######## block 1 ########
**Block 1: clock nets**

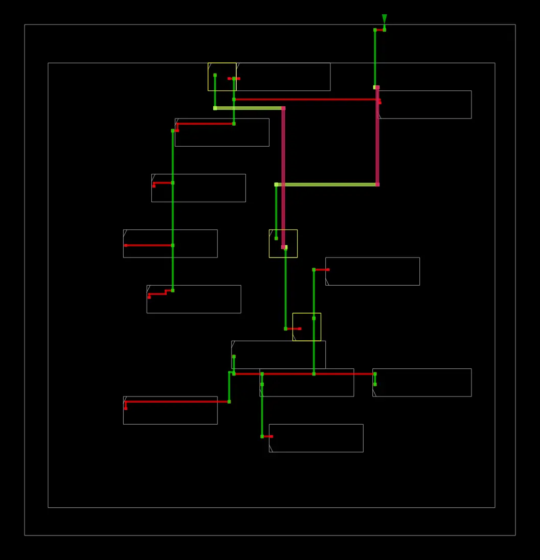

$ cat src/rtl/piso_tx.sv
// piso_tx: parallel-in serial-out transmitter with framing markers.
//
// Words arrive on a valid/ready handshake. Each word is shifted out one bit per
// clock, with first/last markers. A one-word holding buffer lets back-to-back
// words go out with no idle bit between them.
//
// Parameters:
//   WIDTH     - word width in bits (>= 2)
//   MSB_FIRST - 1: bit WIDTH-1 goes out first; 0: bit 0 goes out first
//
// Ports:
//   clk           - clock, rising edge
//   reset         - asynchronous, active-high; clears all state
//   in_valid_i    - parallel_in_i holds a word to send
//   in_ready_o    - a word can be accepted this cycle
//   parallel_in_i - word to transmit
//   ser_out_o     - serial data bit (0 when ser_valid_o is low)
//   ser_valid_o   - ser_out_o carries a valid bit
//   ser_first_o   - current bit is the first bit of a word
//   ser_last_o    - current bit is the last bit of a word
//   busy_o        - a word is being shifted or is held
module piso_tx #(
    parameter int unsigned WIDTH     = 4,
    parameter bit          MSB_FIRST = 1'b1
) (
    input  logic             clk,
    input  logic             reset,
    input  logic             in_valid_i,
    output logic             in_ready_o,
    input  logic [WIDTH-1:0] parallel_in_i,
    output logic             ser_out_o,
    output logic             ser_valid_o,
    output logic             ser_first_o,
    output logic             ser_last_o,
    output logic             busy_o
);

    localparam int unsigned      CntW    = $clog2(WIDTH);
    localparam logic [CntW-1:0] LastCnt = CntW'(WIDTH - 1);

    typedef enum logic {
        StIdle,
        StShift
    } state_e;

    state_e           state_q, state_d;
    logic [WIDTH-1:0] sh_q, sh_d;
    logic [CntW-1:0]  cnt_q, cnt_d;
    logic [WIDTH-1:0] hold_q, hold_d;
    logic             hold_full_q, hold_full_d;

    logic             accept;
    logic             last_bit;
    logic [WIDTH-1:0] sh_shifted;

    assign accept   = in_valid_i && !hold_full_q;
    assign last_bit = (cnt_q == LastCnt);

    // Move the shifter one position toward whichever end feeds ser_out_o.
    always_comb begin
        sh_shifted = sh_q;
        if (MSB_FIRST) begin
            sh_shifted = {sh_q[WIDTH-2:0], 1'b0};
        end else begin
            sh_shifted = {1'b0, sh_q[WIDTH-1:1]};
        end
    end

    always_comb begin
        state_d     = state_q;
        sh_d        = sh_q;
        cnt_d       = cnt_q;
        hold_d      = hold_q;
        hold_full_d = hold_full_q;

        case (state_q)
            StIdle: begin
                if (accept) begin
                    sh_d    = parallel_in_i;
                    cnt_d   = '0;
                    state_d = StShift;
                end
            end
            StShift: begin
                if (!last_bit) begin
                    sh_d  = sh_shifted;
                    cnt_d = cnt_q + 1'b1;
                    if (accept) begin
                        hold_d      = parallel_in_i;
                        hold_full_d = 1'b1;
                    end
                end else if (hold_full_q) begin
                    // Held word follows immediately; in_ready is low so no accept here.
                    sh_d        = hold_q;
                    hold_full_d = 1'b0;
                    cnt_d       = '0;
                end else if (accept) begin
                    // Word offered on the last-bit edge skips the hold register.
                    sh_d  = parallel_in_i;
                    cnt_d = '0;
                end else begin
                    state_d = StIdle;
                end
            end
            default: state_d = StIdle;
        endcase
    end

    always_ff @(posedge clk or posedge reset) begin
        if (reset) begin
            state_q     <= StIdle;
            sh_q        <= '0;
            cnt_q       <= '0;
            hold_q      <= '0;
            hold_full_q <= 1'b0;
        end else begin
            state_q     <= state_d;
            sh_q        <= sh_d;
            cnt_q       <= cnt_d;
            hold_q      <= hold_d;
            hold_full_q <= hold_full_d;
        end
    end

    // All outputs decode from registers only.
    always_comb begin
        ser_valid_o = (state_q == StShift);
        ser_out_o   = ser_valid_o && (MSB_FIRST ? sh_q[WIDTH-1] : sh_q[0]);
        ser_first_o = ser_valid_o && (cnt_q == '0);
        ser_last_o  = ser_valid_o && last_bit;
        busy_o      = ser_valid_o || hold_full_q;
        in_ready_o  = !hold_full_q;
    end

endmodule

$ cat config.mk
export PLATFORM = sky130hd
export DESIGN_NAME = piso_tx
export DESIGN_NICKNAME = d
export VERILOG_FILES = /design/src/rtl/piso_tx.sv
export SDC_FILE = /design/constraint.sdc
export NUM_CORES = 1
export LEC_CHECK = 0
export CORE_AREA = 2 2 46 48
export DETAILED_ROUTE_END_ITERATION = 8
export DIE_AREA = 0 0 48 50
export HOLD_SLACK_MARGIN = 0.02
export MAX_ROUTING_LAYER = met4
export PLACE_DENSITY = 0.65
export SYNTH_ARGS = -nofsm -noshare
export SYNTH_HDL_FRONTEND = slang
export SYNTH_SLANG_ARGS = --single-unit
$ cat constraint.sdc
create_clock -name clk -period 2.15 [get_ports clk]
set_input_delay 0.43 -clock clk [delete_from_list [all_inputs] [get_ports clk]]
set_output_delay 0.43 -clock clk [all_outputs]
set_load 0.02 [all_outputs]
######## block 2 ########
`config.mk`:
```
export PLATFORM = sky130hd
export DESIGN_NAME = rr_mux_n
export DESIGN_NICKNAME = d
export VERILOG_FILES = /design/src/rtl/rr_mux_n.sv
export SDC_FILE = /design/constraint.sdc
export NUM_CORES = 1
export LEC_CHECK = 0
export CORE_UTILIZATION = 38
export CTS_CLUSTER_DIAMETER = 60
export DETAILED_ROUTE_END_ITERATION = 10
export GPL_ROUTABILITY_DRIVEN = 0
export PLACE_DENSITY = 0.77
export SYNTH_ARGS = -nofsm -noshare
export SYNTH_HDL_FRONTEND = slang
export SYNTH_SLANG_ARGS = --single-unit
```
`constraint.sdc`:
```
create_clock -name clk -period 3.1 [get_ports clk]
set_input_delay 0.62 -clock clk [delete_from_list [all_inputs] [get_ports clk]]
set_output_delay 0.62 -clock clk [all_outputs]
set_load 0.01 [all_outputs]
```
`src/rtl/rr_mux_n.sv`:
```
// rr_mux_n: N-channel, W-bit arbitrating multiplexer with a one-entry registered
// output stage. Arbitration is round-robin by default, or fixed priority with the
// lowest index winning. Valid/ready handshakes are used on every port.
module rr_mux_n #(
    parameter int N          = 4,
    parameter int W          = 16,
    parameter int FIXED_PRIO = 0,
    parameter int SW         = $clog2(N)
) (
    input  logic           clk,
    input  logic           rst_n,
    input  logic [N-1:0]   in_valid,
    input  logic [N*W-1:0] in_data,
    output logic [N-1:0]   in_ready,
    output logic           out_valid,
    output logic [W-1:0]   out_data,
    output logic [SW-1:0]  out_sel,
    input  logic           out_ready
);

    logic          run_q;
    logic          out_valid_q;
    logic [W-1:0]  out_data_q;
    logic [SW-1:0] out_sel_q;
    logic [SW-1:0] ptr_q;

    logic [N-1:0]  grant;
    logic [SW-1:0] win;
    logic          found;
    logic          slot_free;
    logic          load;
    logic [SW-1:0] ptr_next;

    // Reset-released flag: holds in_ready low for the first cycle after rst_n rises.
    always_ff @(posedge clk or negedge rst_n) begin
        if (!rst_n) begin
            run_q <= 1'b0;
        end else begin
            run_q <= 1'b1;
        end
    end

    // Grant search: start at ptr (or at 0 in fixed-priority mode), wrap past N-1.
    always_comb begin : arb
        int idx;
        grant = '0;
        win   = '0;
        found = 1'b0;
        idx   = 0;
        for (int k = 0; k < N; k++) begin
            if (FIXED_PRIO != 0) begin
                idx = k;
            end else begin
                idx = int'(ptr_q) + k;
                if (idx >= N) begin
                    idx = idx - N;
                end
            end
            if (!found && in_valid[idx]) begin
                found      = 1'b1;
                grant[idx] = 1'b1;
                win        = SW'(idx);
            end
        end
    end

    // Handshake and load decision; the slot is free when empty or being drained.
    always_comb begin
        slot_free = !out_valid_q || out_ready;
        load      = run_q && slot_free && found;
        in_ready  = grant & {N{slot_free && run_q}};
        ptr_next  = (win == SW'(N - 1)) ? '0 : win + 1'b1;
    end

    // Output register and round-robin pointer.
    always_ff @(posedge clk or negedge rst_n) begin
        if (!rst_n) begin
            out_valid_q <= 1'b0;
            out_data_q  <= '0;
            out_sel_q   <= '0;
            ptr_q       <= '0;
        end else if (load) begin
            out_valid_q <= 1'b1;
            out_data_q  <= in_data[win*W +: W];
            out_sel_q   <= win;
            if (FIXED_PRIO == 0) begin
                ptr_q <= ptr_next;
            end
        end else if (out_ready) begin
            // Drain with no refill: data and index keep their last values.
            out_valid_q <= 1'b0;
        end
    end

    assign out_valid = out_valid_q;
    assign out_data  = out_data_q;
    assign out_sel   = out_sel_q;

endmodule
```
######## block 3 ########
`src/rtl/mfp_ahb_mst_pkg.sv`:
```
// Shared AHB-Lite encodings for the image-processing bus initiator.
package mfp_ahb_mst_pkg;
  localparam logic [1:0] HTRANS_IDLE   = 2'b00;
  localparam logic [1:0] HTRANS_NONSEQ = 2'b10;
  localparam logic [2:0] HSIZE_WORD    = 3'b010;
  localparam logic [2:0] HBURST_SINGLE = 3'b000;
  localparam logic       HRESP_ERROR   = 1'b1;
endpackage

```
`src/rtl/mfp_ahb_mst_if.sv`:
```
// AHB-Lite bus plus command / write-stream / read-stream handshakes of mfp_ahb_mst.
interface mfp_ahb_mst_if #(parameter int LEN_W = 8) ();
  logic [31:0]      HADDR;
  logic [1:0]       HTRANS;
  logic             HWRITE;
  logic [2:0]       HSIZE;
  logic [2:0]       HBURST;
  logic [31:0]      HWDATA;
  logic [31:0]      HRDATA;
  logic             HREADY;
  logic             HRESP;
  logic             cmd_valid;
  logic             cmd_ready;
  logic             cmd_write;
  logic [31:0]      cmd_addr;
  logic [LEN_W-1:0] cmd_len;
  logic             wr_valid;
  logic             wr_ready;
  logic [31:0]      wr_data;
  logic             rd_valid;
  logic [31:0]      rd_data;
  logic             done;
  logic             err;

  modport master (
    output HADDR, HTRANS, HWRITE, HSIZE, HBURST, HWDATA,
    input  HRDATA, HREADY, HRESP,
    input  cmd_valid, cmd_write, cmd_addr, cmd_len,
    output cmd_ready,
    input  wr_valid, wr_data,
    output wr_ready,
    output rd_valid, rd_data, done, err
  );

  modport slave (
    input  HADDR, HTRANS, HWRITE, HSIZE, HBURST, HWDATA,
    output HRDATA, HREADY, HRESP,
    output cmd_valid, cmd_write, cmd_addr, cmd_len,
    input  cmd_ready,
    output wr_valid, wr_data,
    input  wr_ready,
    input  rd_valid, rd_data, done, err
  );
endinterface

```
`src/rtl/mfp_ahb_mst.sv`:
```
// AHB-Lite initiator: one multi-beat command at a time, pipelined NONSEQ word beats.
// Define MFP_AHB_MST_WAITCNT_EN to add the wait_cnt data-phase stall counter port.
module mfp_ahb_mst
  import mfp_ahb_mst_pkg::*;
#(
  parameter int LEN_W = 8
) (
  input  logic          HCLK,
  input  logic          HRESET,
  mfp_ahb_mst_if.master bus
`ifdef MFP_AHB_MST_WAITCNT_EN
  , output logic [15:0] wait_cnt
`endif
);
  typedef enum logic {IDLE = 1'b0, RUN = 1'b1} state_e;

  state_e           state_q, state_d;
  logic [31:0]      addr_q, addr_d, haddr_q, haddr_d;
  logic [31:0]      hwdata_q, hwdata_d, rdata_q, rdata_d;
  logic [LEN_W-1:0] left_q, left_d, dleft_q, dleft_d;
  logic             wr_q, wr_d, hwr_q, hwr_d, dp_q, dp_d, epend_q, epend_d;
  logic             rdv_q, rdv_d, done_q, done_d, err_q, err_d;
  logic             issue, dp_err, dp_ok;

  always_comb begin
    state_d  = state_q;
    addr_d   = addr_q;
    haddr_d  = haddr_q;
    hwdata_d = hwdata_q;
    rdata_d  = rdata_q;
    left_d   = left_q;
    dleft_d  = dleft_q;
    wr_d     = wr_q;
    hwr_d    = hwr_q;
    dp_d     = dp_q;
    epend_d  = epend_q;
    err_d    = err_q;
    rdv_d    = 1'b0;
    done_d   = 1'b0;
    dp_err   = dp_q && (bus.HRESP == HRESP_ERROR);
    dp_ok    = dp_q && bus.HREADY && !dp_err;
    // Address phases are only offered while HREADY=1, so each one is accepted on the spot.
    issue    = (state_q == RUN) && bus.HREADY && (left_q != '0) && !epend_q && !dp_err &&
               (!wr_q || bus.wr_valid);
    case (state_q)
      IDLE: begin
        if (bus.cmd_valid) begin
          addr_d  = {bus.cmd_addr[31:2], 2'b00};
          left_d  = bus.cmd_len;
          dleft_d = bus.cmd_len;
          wr_d    = bus.cmd_write;
          err_d   = 1'b0;
          epend_d = 1'b0;
          if (bus.cmd_len == '0) done_d  = 1'b1;
          else                   state_d = RUN;
        end
      end
      RUN: begin
        if (issue) begin
          addr_d  = addr_q + 32'd4;
          left_d  = left_q - LEN_W'(1);
          haddr_d = addr_q;
          hwr_d   = wr_q;
          if (wr_q) hwdata_d = bus.wr_data;
        end
        if (bus.HREADY) dp_d = issue;
        // First cycle of a two-cycle ERROR response: block any further address phase.
        if (dp_err && !bus.HREADY) epend_d = 1'b1;
        if (dp_ok) begin
          dleft_d = dleft_q - LEN_W'(1);
          if (!wr_q) begin
            rdv_d   = 1'b1;
            rdata_d = bus.HRDATA;
          end
          if (dleft_q == LEN_W'(1)) begin
            done_d  = 1'b1;
            state_d = IDLE;
          end
        end
        if (dp_err && bus.HREADY) begin
          err_d   = 1'b1;
          done_d  = 1'b1;
          dp_d    = 1'b0;
          epend_d = 1'b0;
          state_d = IDLE;
        end
      end
      default: state_d = IDLE;
    endcase
  end

  always_ff @(posedge HCLK) begin
    if (HRESET) begin
      state_q  <= IDLE;
      addr_q   <= '0;
      haddr_q  <= '0;
      hwdata_q <= '0;
      rdata_q  <= '0;
      left_q   <= '0;
      dleft_q  <= '0;
      wr_q     <= 1'b0;
      hwr_q    <= 1'b0;
      dp_q     <= 1'b0;
      epend_q  <= 1'b0;
      rdv_q    <= 1'b0;
      done_q   <= 1'b0;
      err_q    <= 1'b0;
    end else begin
      state_q  <= state_d;
      addr_q   <= addr_d;
      haddr_q  <= haddr_d;
      hwdata_q <= hwdata_d;
      rdata_q  <= rdata_d;
      left_q   <= left_d;
      dleft_q  <= dleft_d;
      wr_q     <= wr_d;
      hwr_q    <= hwr_d;
      dp_q     <= dp_d;
      epend_q  <= epend_d;
      rdv_q    <= rdv_d;
      done_q   <= done_d;
      err_q    <= err_d;
    end
  end

`ifdef MFP_AHB_MST_WAITCNT_EN
  logic [15:0] wcnt_q, wcnt_d;

  always_comb begin
    wcnt_d = wcnt_q;
    if (state_q == IDLE && bus.cmd_valid)                         wcnt_d = '0;
    else if (state_q == RUN && dp_q && !bus.HREADY && wcnt_q != 16'hFFFF) wcnt_d = wcnt_q + 16'd1;
  end

  always_ff @(posedge HCLK) begin
    if (HRESET) wcnt_q <= '0;
    else        wcnt_q <= wcnt_d;
  end

  assign wait_cnt = wcnt_q;
`endif

  assign bus.HTRANS    = issue ? HTRANS_NONSEQ : HTRANS_IDLE;
  assign bus.HADDR     = issue ? addr_q : haddr_q;
  assign bus.HWRITE    = issue ? wr_q : hwr_q;
  assign bus.HSIZE     = HSIZE_WORD;
  assign bus.HBURST    = HBURST_SINGLE;
  assign bus.HWDATA    = hwdata_q;
  assign bus.cmd_ready = (state_q == IDLE);
  assign bus.wr_ready  = issue && wr_q;
  assign bus.rd_valid  = rdv_q;
  assign bus.rd_data   = rdata_q;
  assign bus.done      = done_q;
  assign bus.err       = err_q;
endmodule

```
`src/flat_wrapper.sv`:
```
// flat-port wrapper written by rule: the top's interface ports become plain ports
module mfp_ahb_mst_flat import mfp_ahb_mst_pkg::*;
#(
  parameter int LEN_W = 8
)
  (HCLK, HRESET, bus_HADDR, bus_HTRANS, bus_HWRITE, bus_HSIZE, bus_HBURST, bus_HWDATA, bus_HRDATA, bus_HREADY, bus_HRESP, bus_cmd_valid, bus_cmd_write, bus_cmd_addr, bus_cmd_len, bus_cmd_ready, bus_wr_valid, bus_wr_data, bus_wr_ready, bus_rd_valid, bus_rd_data, bus_done, bus_err);
  mfp_ahb_mst_if #(.LEN_W(LEN_W)) bus_i ();
  input  logic HCLK;
  input  logic HRESET;
  output wire logic [$bits(bus_i.HADDR)-1:0] bus_HADDR;
  output wire logic [$bits(bus_i.HTRANS)-1:0] bus_HTRANS;
  output wire logic [$bits(bus_i.HWRITE)-1:0] bus_HWRITE;
  output wire logic [$bits(bus_i.HSIZE)-1:0] bus_HSIZE;
  output wire logic [$bits(bus_i.HBURST)-1:0] bus_HBURST;
  output wire logic [$bits(bus_i.HWDATA)-1:0] bus_HWDATA;
  input wire logic [$bits(bus_i.HRDATA)-1:0] bus_HRDATA;
  input wire logic [$bits(bus_i.HREADY)-1:0] bus_HREADY;
  input wire logic [$bits(bus_i.HRESP)-1:0] bus_HRESP;
  input wire logic [$bits(bus_i.cmd_valid)-1:0] bus_cmd_valid;
  input wire logic [$bits(bus_i.cmd_write)-1:0] bus_cmd_write;
  input wire logic [$bits(bus_i.cmd_addr)-1:0] bus_cmd_addr;
  input wire logic [$bits(bus_i.cmd_len)-1:0] bus_cmd_len;
  output wire logic [$bits(bus_i.cmd_ready)-1:0] bus_cmd_ready;
  input wire logic [$bits(bus_i.wr_valid)-1:0] bus_wr_valid;
  input wire logic [$bits(bus_i.wr_data)-1:0] bus_wr_data;
  output wire logic [$bits(bus_i.wr_ready)-1:0] bus_wr_ready;
  output wire logic [$bits(bus_i.rd_valid)-1:0] bus_rd_valid;
  output wire logic [$bits(bus_i.rd_data)-1:0] bus_rd_data;
  output wire logic [$bits(bus_i.done)-1:0] bus_done;
  output wire logic [$bits(bus_i.err)-1:0] bus_err;
  assign bus_HADDR = bus_i.HADDR;
  assign bus_HTRANS = bus_i.HTRANS;
  assign bus_HWRITE = bus_i.HWRITE;
  assign bus_HSIZE = bus_i.HSIZE;
  assign bus_HBURST = bus_i.HBURST;
  assign bus_HWDATA = bus_i.HWDATA;
  assign bus_i.HRDATA = bus_HRDATA;
  assign bus_i.HREADY = bus_HREADY;
  assign bus_i.HRESP = bus_HRESP;
  assign bus_i.cmd_valid = bus_cmd_valid;
  assign bus_i.cmd_write = bus_cmd_write;
  assign bus_i.cmd_addr = bus_cmd_addr;
  assign bus_i.cmd_len = bus_cmd_len;
  assign bus_cmd_ready = bus_i.cmd_ready;
  assign bus_i.wr_valid = bus_wr_valid;
  assign bus_i.wr_data = bus_wr_data;
  assign bus_wr_ready = bus_i.wr_ready;
  assign bus_rd_valid = bus_i.rd_valid;
  assign bus_rd_data = bus_i.rd_data;
  assign bus_done = bus_i.done;
  assign bus_err = bus_i.err;
  mfp_ahb_mst #(.LEN_W(LEN_W)) u_core (.HCLK(HCLK), .HRESET(HRESET), .bus(bus_i));
endmodule
```
`config.mk`:
```
export PLATFORM = sky130hd
export DESIGN_NAME = mfp_ahb_mst_flat
export DESIGN_NICKNAME = d
export VERILOG_FILES = /design/src/rtl/mfp_ahb_mst_pkg.sv /design/src/rtl/mfp_ahb_mst_if.sv /design/src/rtl/mfp_ahb_mst.sv /design/src/flat_wrapper.sv
export SDC_FILE = /design/constraint.sdc
export NUM_CORES = 1
export LEC_CHECK = 0
export CORE_ASPECT_RATIO = 0.7
export CORE_MARGIN = 3
export CORE_UTILIZATION = 42
export DETAILED_ROUTE_END_ITERATION = 7
export GPL_TIMING_DRIVEN = 0
export PLACE_DENSITY_LB_ADDON = 0.05
export SYNTH_ARGS = -nofsm -noshare
export SYNTH_HDL_FRONTEND = slang
export SYNTH_SLANG_ARGS = --single-unit
```
`constraint.sdc`:
```
create_clock -name HCLK -period 1.8 [get_ports HCLK]
set_input_delay 0.18 -clock HCLK [delete_from_list [all_inputs] [get_ports HCLK]]
set_output_delay 0.18 -clock HCLK [all_outputs]
set_load 0.01 [all_outputs]
```
**Block 3: clock nets**

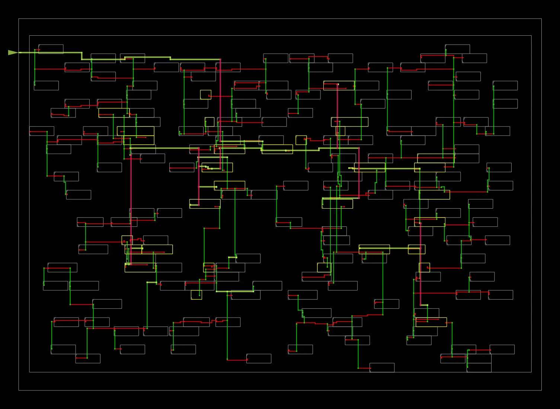
clk sink count: 150
Flops: 150
CTS Buf Count: 17

==> results.py, block 3 <==
# Flow results
metrics = {
    "synthesis": {
        "edf_count": 0,
        "top_cells_by_area": "dfxtp_1 45%, nand2_1 15%, a21oi_1 8.5%",
        "synthAdderAreaFrac": 0.009432,
        "top_area_frac": 0.4527,
        "synthCells": 869,
    },
    "final_layout": {
        "seq_share": 0.2561,
        "clock_area_frac": 0.05171,
        "n_all_buffers": 361,
        "logic_gates": 647,
        "final_cell_mix": "182 x nand2_1, 172 x clkdlybuf4s50_1, 125 x dfxtp_1",
        "logic_area_um2": 4471,
    },
    "setup_path": {
        "r2r-start": "u_core.left_q[4]$_SDFFE_PP0P_",
    },
    "status": {
        "violations": "negative setup slack",
        "status": "complete, but fails checks",
    },
    "clock_network": {
        "path_clk_slew_ns": 0.07,
        "ctsHoldBuffers": 0,
        "cts_root_buf": "clkbuf_16",
        "cts_resized": 445,
    },
    "power": {
        "netSwitchingPower_mw": 2.765,
        "power_sequential_mw": 3.60,
        "pwr-share-seq": 0.379,
    },
    "die": {
        "die_area_um2": 17360,
        "io_pins": 221,
    },
    "detailed_routing": {
        "avgViaCountPerCell": 5.947,
        "route.antenna.remaining_nets": 0,
    },
    "grt": {
        "gr-usage-met3": 0.08233,
    },
    "sta": {
        "slew_headroom": 0.3552,
        "setup_violations": 133,
        "layout_setup_ws_ns": -0.6788,
        "finalHoldViolations": 0,
    },
}
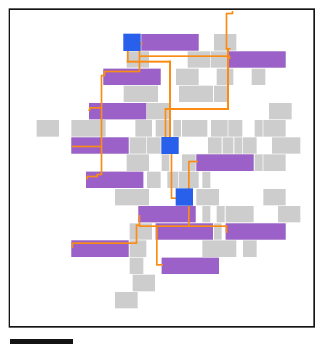
**Above:** block 1 (clock network drawn from the DEF).
Scale bar: 10 um.
Key: cells driving clock nets = blue [count 3]; flip-flops = purple [count 12]; clock wires = orange [length 166 um]
There are 4 routed clock nets.
Final Skew: 0.002057 ns
part of the power in the clock network: 0.120
Clk. pwr: 0.136 mW
insertion delay to the later sink of the worst-skew pair: 0.27 ns

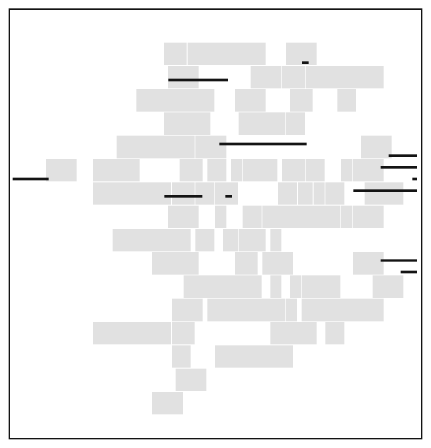
**Above:** block 1 (signal wires on met3).
The layer carries 44.9 um of wire. The layer holds 3.9% of the routed length.
final WL: 1144 um
total number of vias: 445

About 'clock nets' of block 1:
clk sink count: 12
CTS Buf Count: 3
Flops: 12
clock buffer count: 3

==> results.py, block 1 <==
# Flow results
metrics = {
    "status": {
        "status": "finished clean",
    },
    "detailed_routing": {
        "avgViaCountPerCell": 4.684,
        "route.antenna.remaining_nets": 0,
    },
    "synthesis": {
        "syn_area_um2": 618.1,
        "yosysSeqAreaShare": 0.4858,
        "ys_top_logic_family": "multiplexers",
        "ys_cells": 54,
        "ys_sh_mux": 0.1619,
        "yosysWarnings": 0,
    },
    "setup_path": {
        "startpoint_type": "flop",
        "r2r-end": "hold_q[0]$_DFFE_PP0P_",
        "crit_type": "reg -> out",
    },
    "clock_network": {
        "path_clk_slew_ns": 0.07,
    },
    "grt": {
        "met1_usage": 0.1614,
        "grt-busiest-layer": "met1",
        "antenna_found_initial": 0,
        "grt_pass1_wl_um": 1938,
    },
    "final_layout": {
        "nFillCells": 190,
        "n_all_buffers": 13,
        "dominant_cells": "flip-flops and latches",
        "final_core_util": 0.4184,
        "buf_share": 0.1635,
    },
    "die": {
        "tap_cells": 27,
    },
    "sta": {
        "tightest_slew_ns": 0.4778,
        "setup_violations": 0,
        "rsz0062_at_grt": "no",
    },
    "place": {
        "io_buffers": 12,
        "placed_cells": 92,
    },
    "power": {
        "power_sequential_mw": 0.431,
    },
}
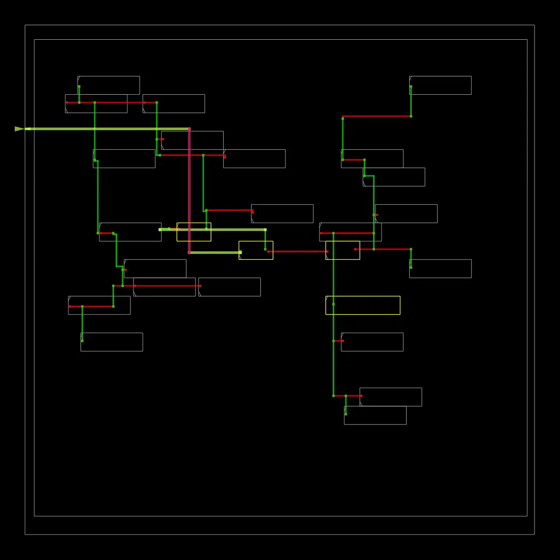
**Above:** block 2 (clock nets).
clk sink count: 22
Clk. pwr: 0.267 mW
CTS Buf Count: 3

==> results.py, block 2 <==
# Flow results
metrics = {
    "power": {
        "p_leak_nw": 1.317,
        "power.density_nw_per_um2": 959.2,
    },
    "final_layout": {
        "n_all_buffers": 127,
        "area_growth_pct": 60.61,
        "logic_area_um2": 1364,
        "final_common_cell": "clkdlybuf4s50_1",
    },
    "synthesis": {
        "ys_cells": 226,
        "top_area_frac": 0.2675,
        "syn_area_um2": 2058,
    },
    "status": {
        "status": "finished clean",
    },
    "detailed_routing": {
        "route.detailed.drc": 0,
        "via_count": 2393,
        "post_drt_wl_per_cell_um": 17.17,
        "met3_length_um": 516,
    },
    "setup_path": {
        "crit_path_top_delay_cell": "mux4_2",
        "end_kind": "output pin",
    },
    "worst_hold_path": {
        "hp-start": "out_sel[0]$_DFFE_PN0P_",
    },
    "grt": {
        "met2_usage": 0.4246,
    },
    "clock_network": {
        "path_clk_slew_ns": 0.08,
        "cts-htree-levels": 1,
    },
    "die": {
        "tap_cells": 70,
    },
}


==> layout pictures side by side <==
Wiring heat map.
shot_01.png
Scale bar: 10 um. The die is cut into 10 by 10 equal tiles; white is low, dark blue is high, scaled to the fullest tile. Values are wire area over tile area, all layers added.
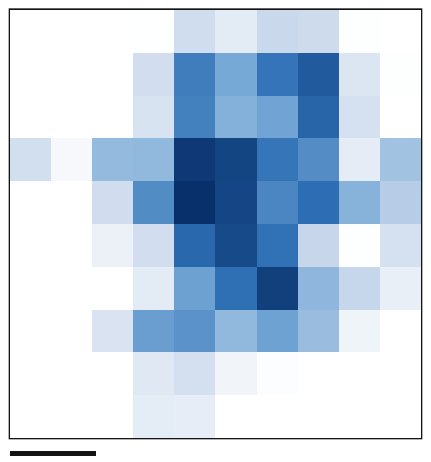
shot_02.png
Scale bar: 20 um. The die is cut into 15 by 15 equal tiles; white is low, dark blue is high, scaled to the fullest tile. Values are wire area over tile area, all layers added.
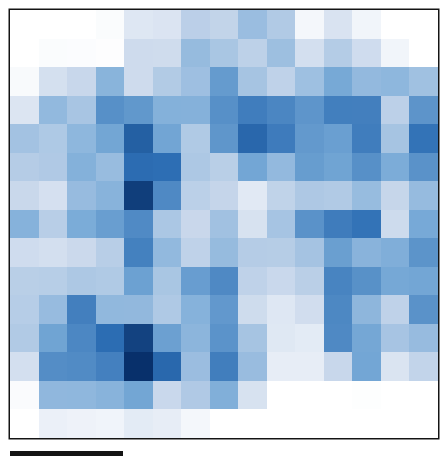
shot_03.png
Scale bar: 50 um. The die is cut into 31 by 22 equal tiles; white is low, dark blue is high, scaled to the fullest tile. Values are wire area over tile area, all layers added.
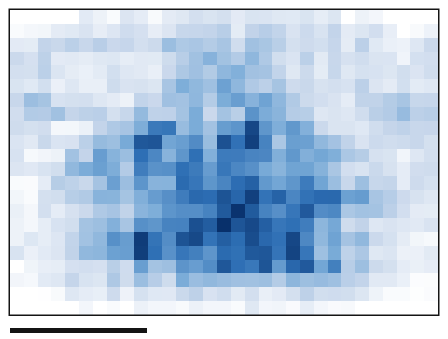
- shot_01.png = block 1
- shot_03.png = block 3
- shot_02.png = block 2
- smallest die: shot_01.png
- largest die: shot_03.png

Key to shot_03.png:
The densest ninth of the die: centre. 22% of the tiles are over half the peak. The fullest tile reaches 0.96. 4.5% of the tiles are nearly empty.

Power and IR drop assume default switching activity.
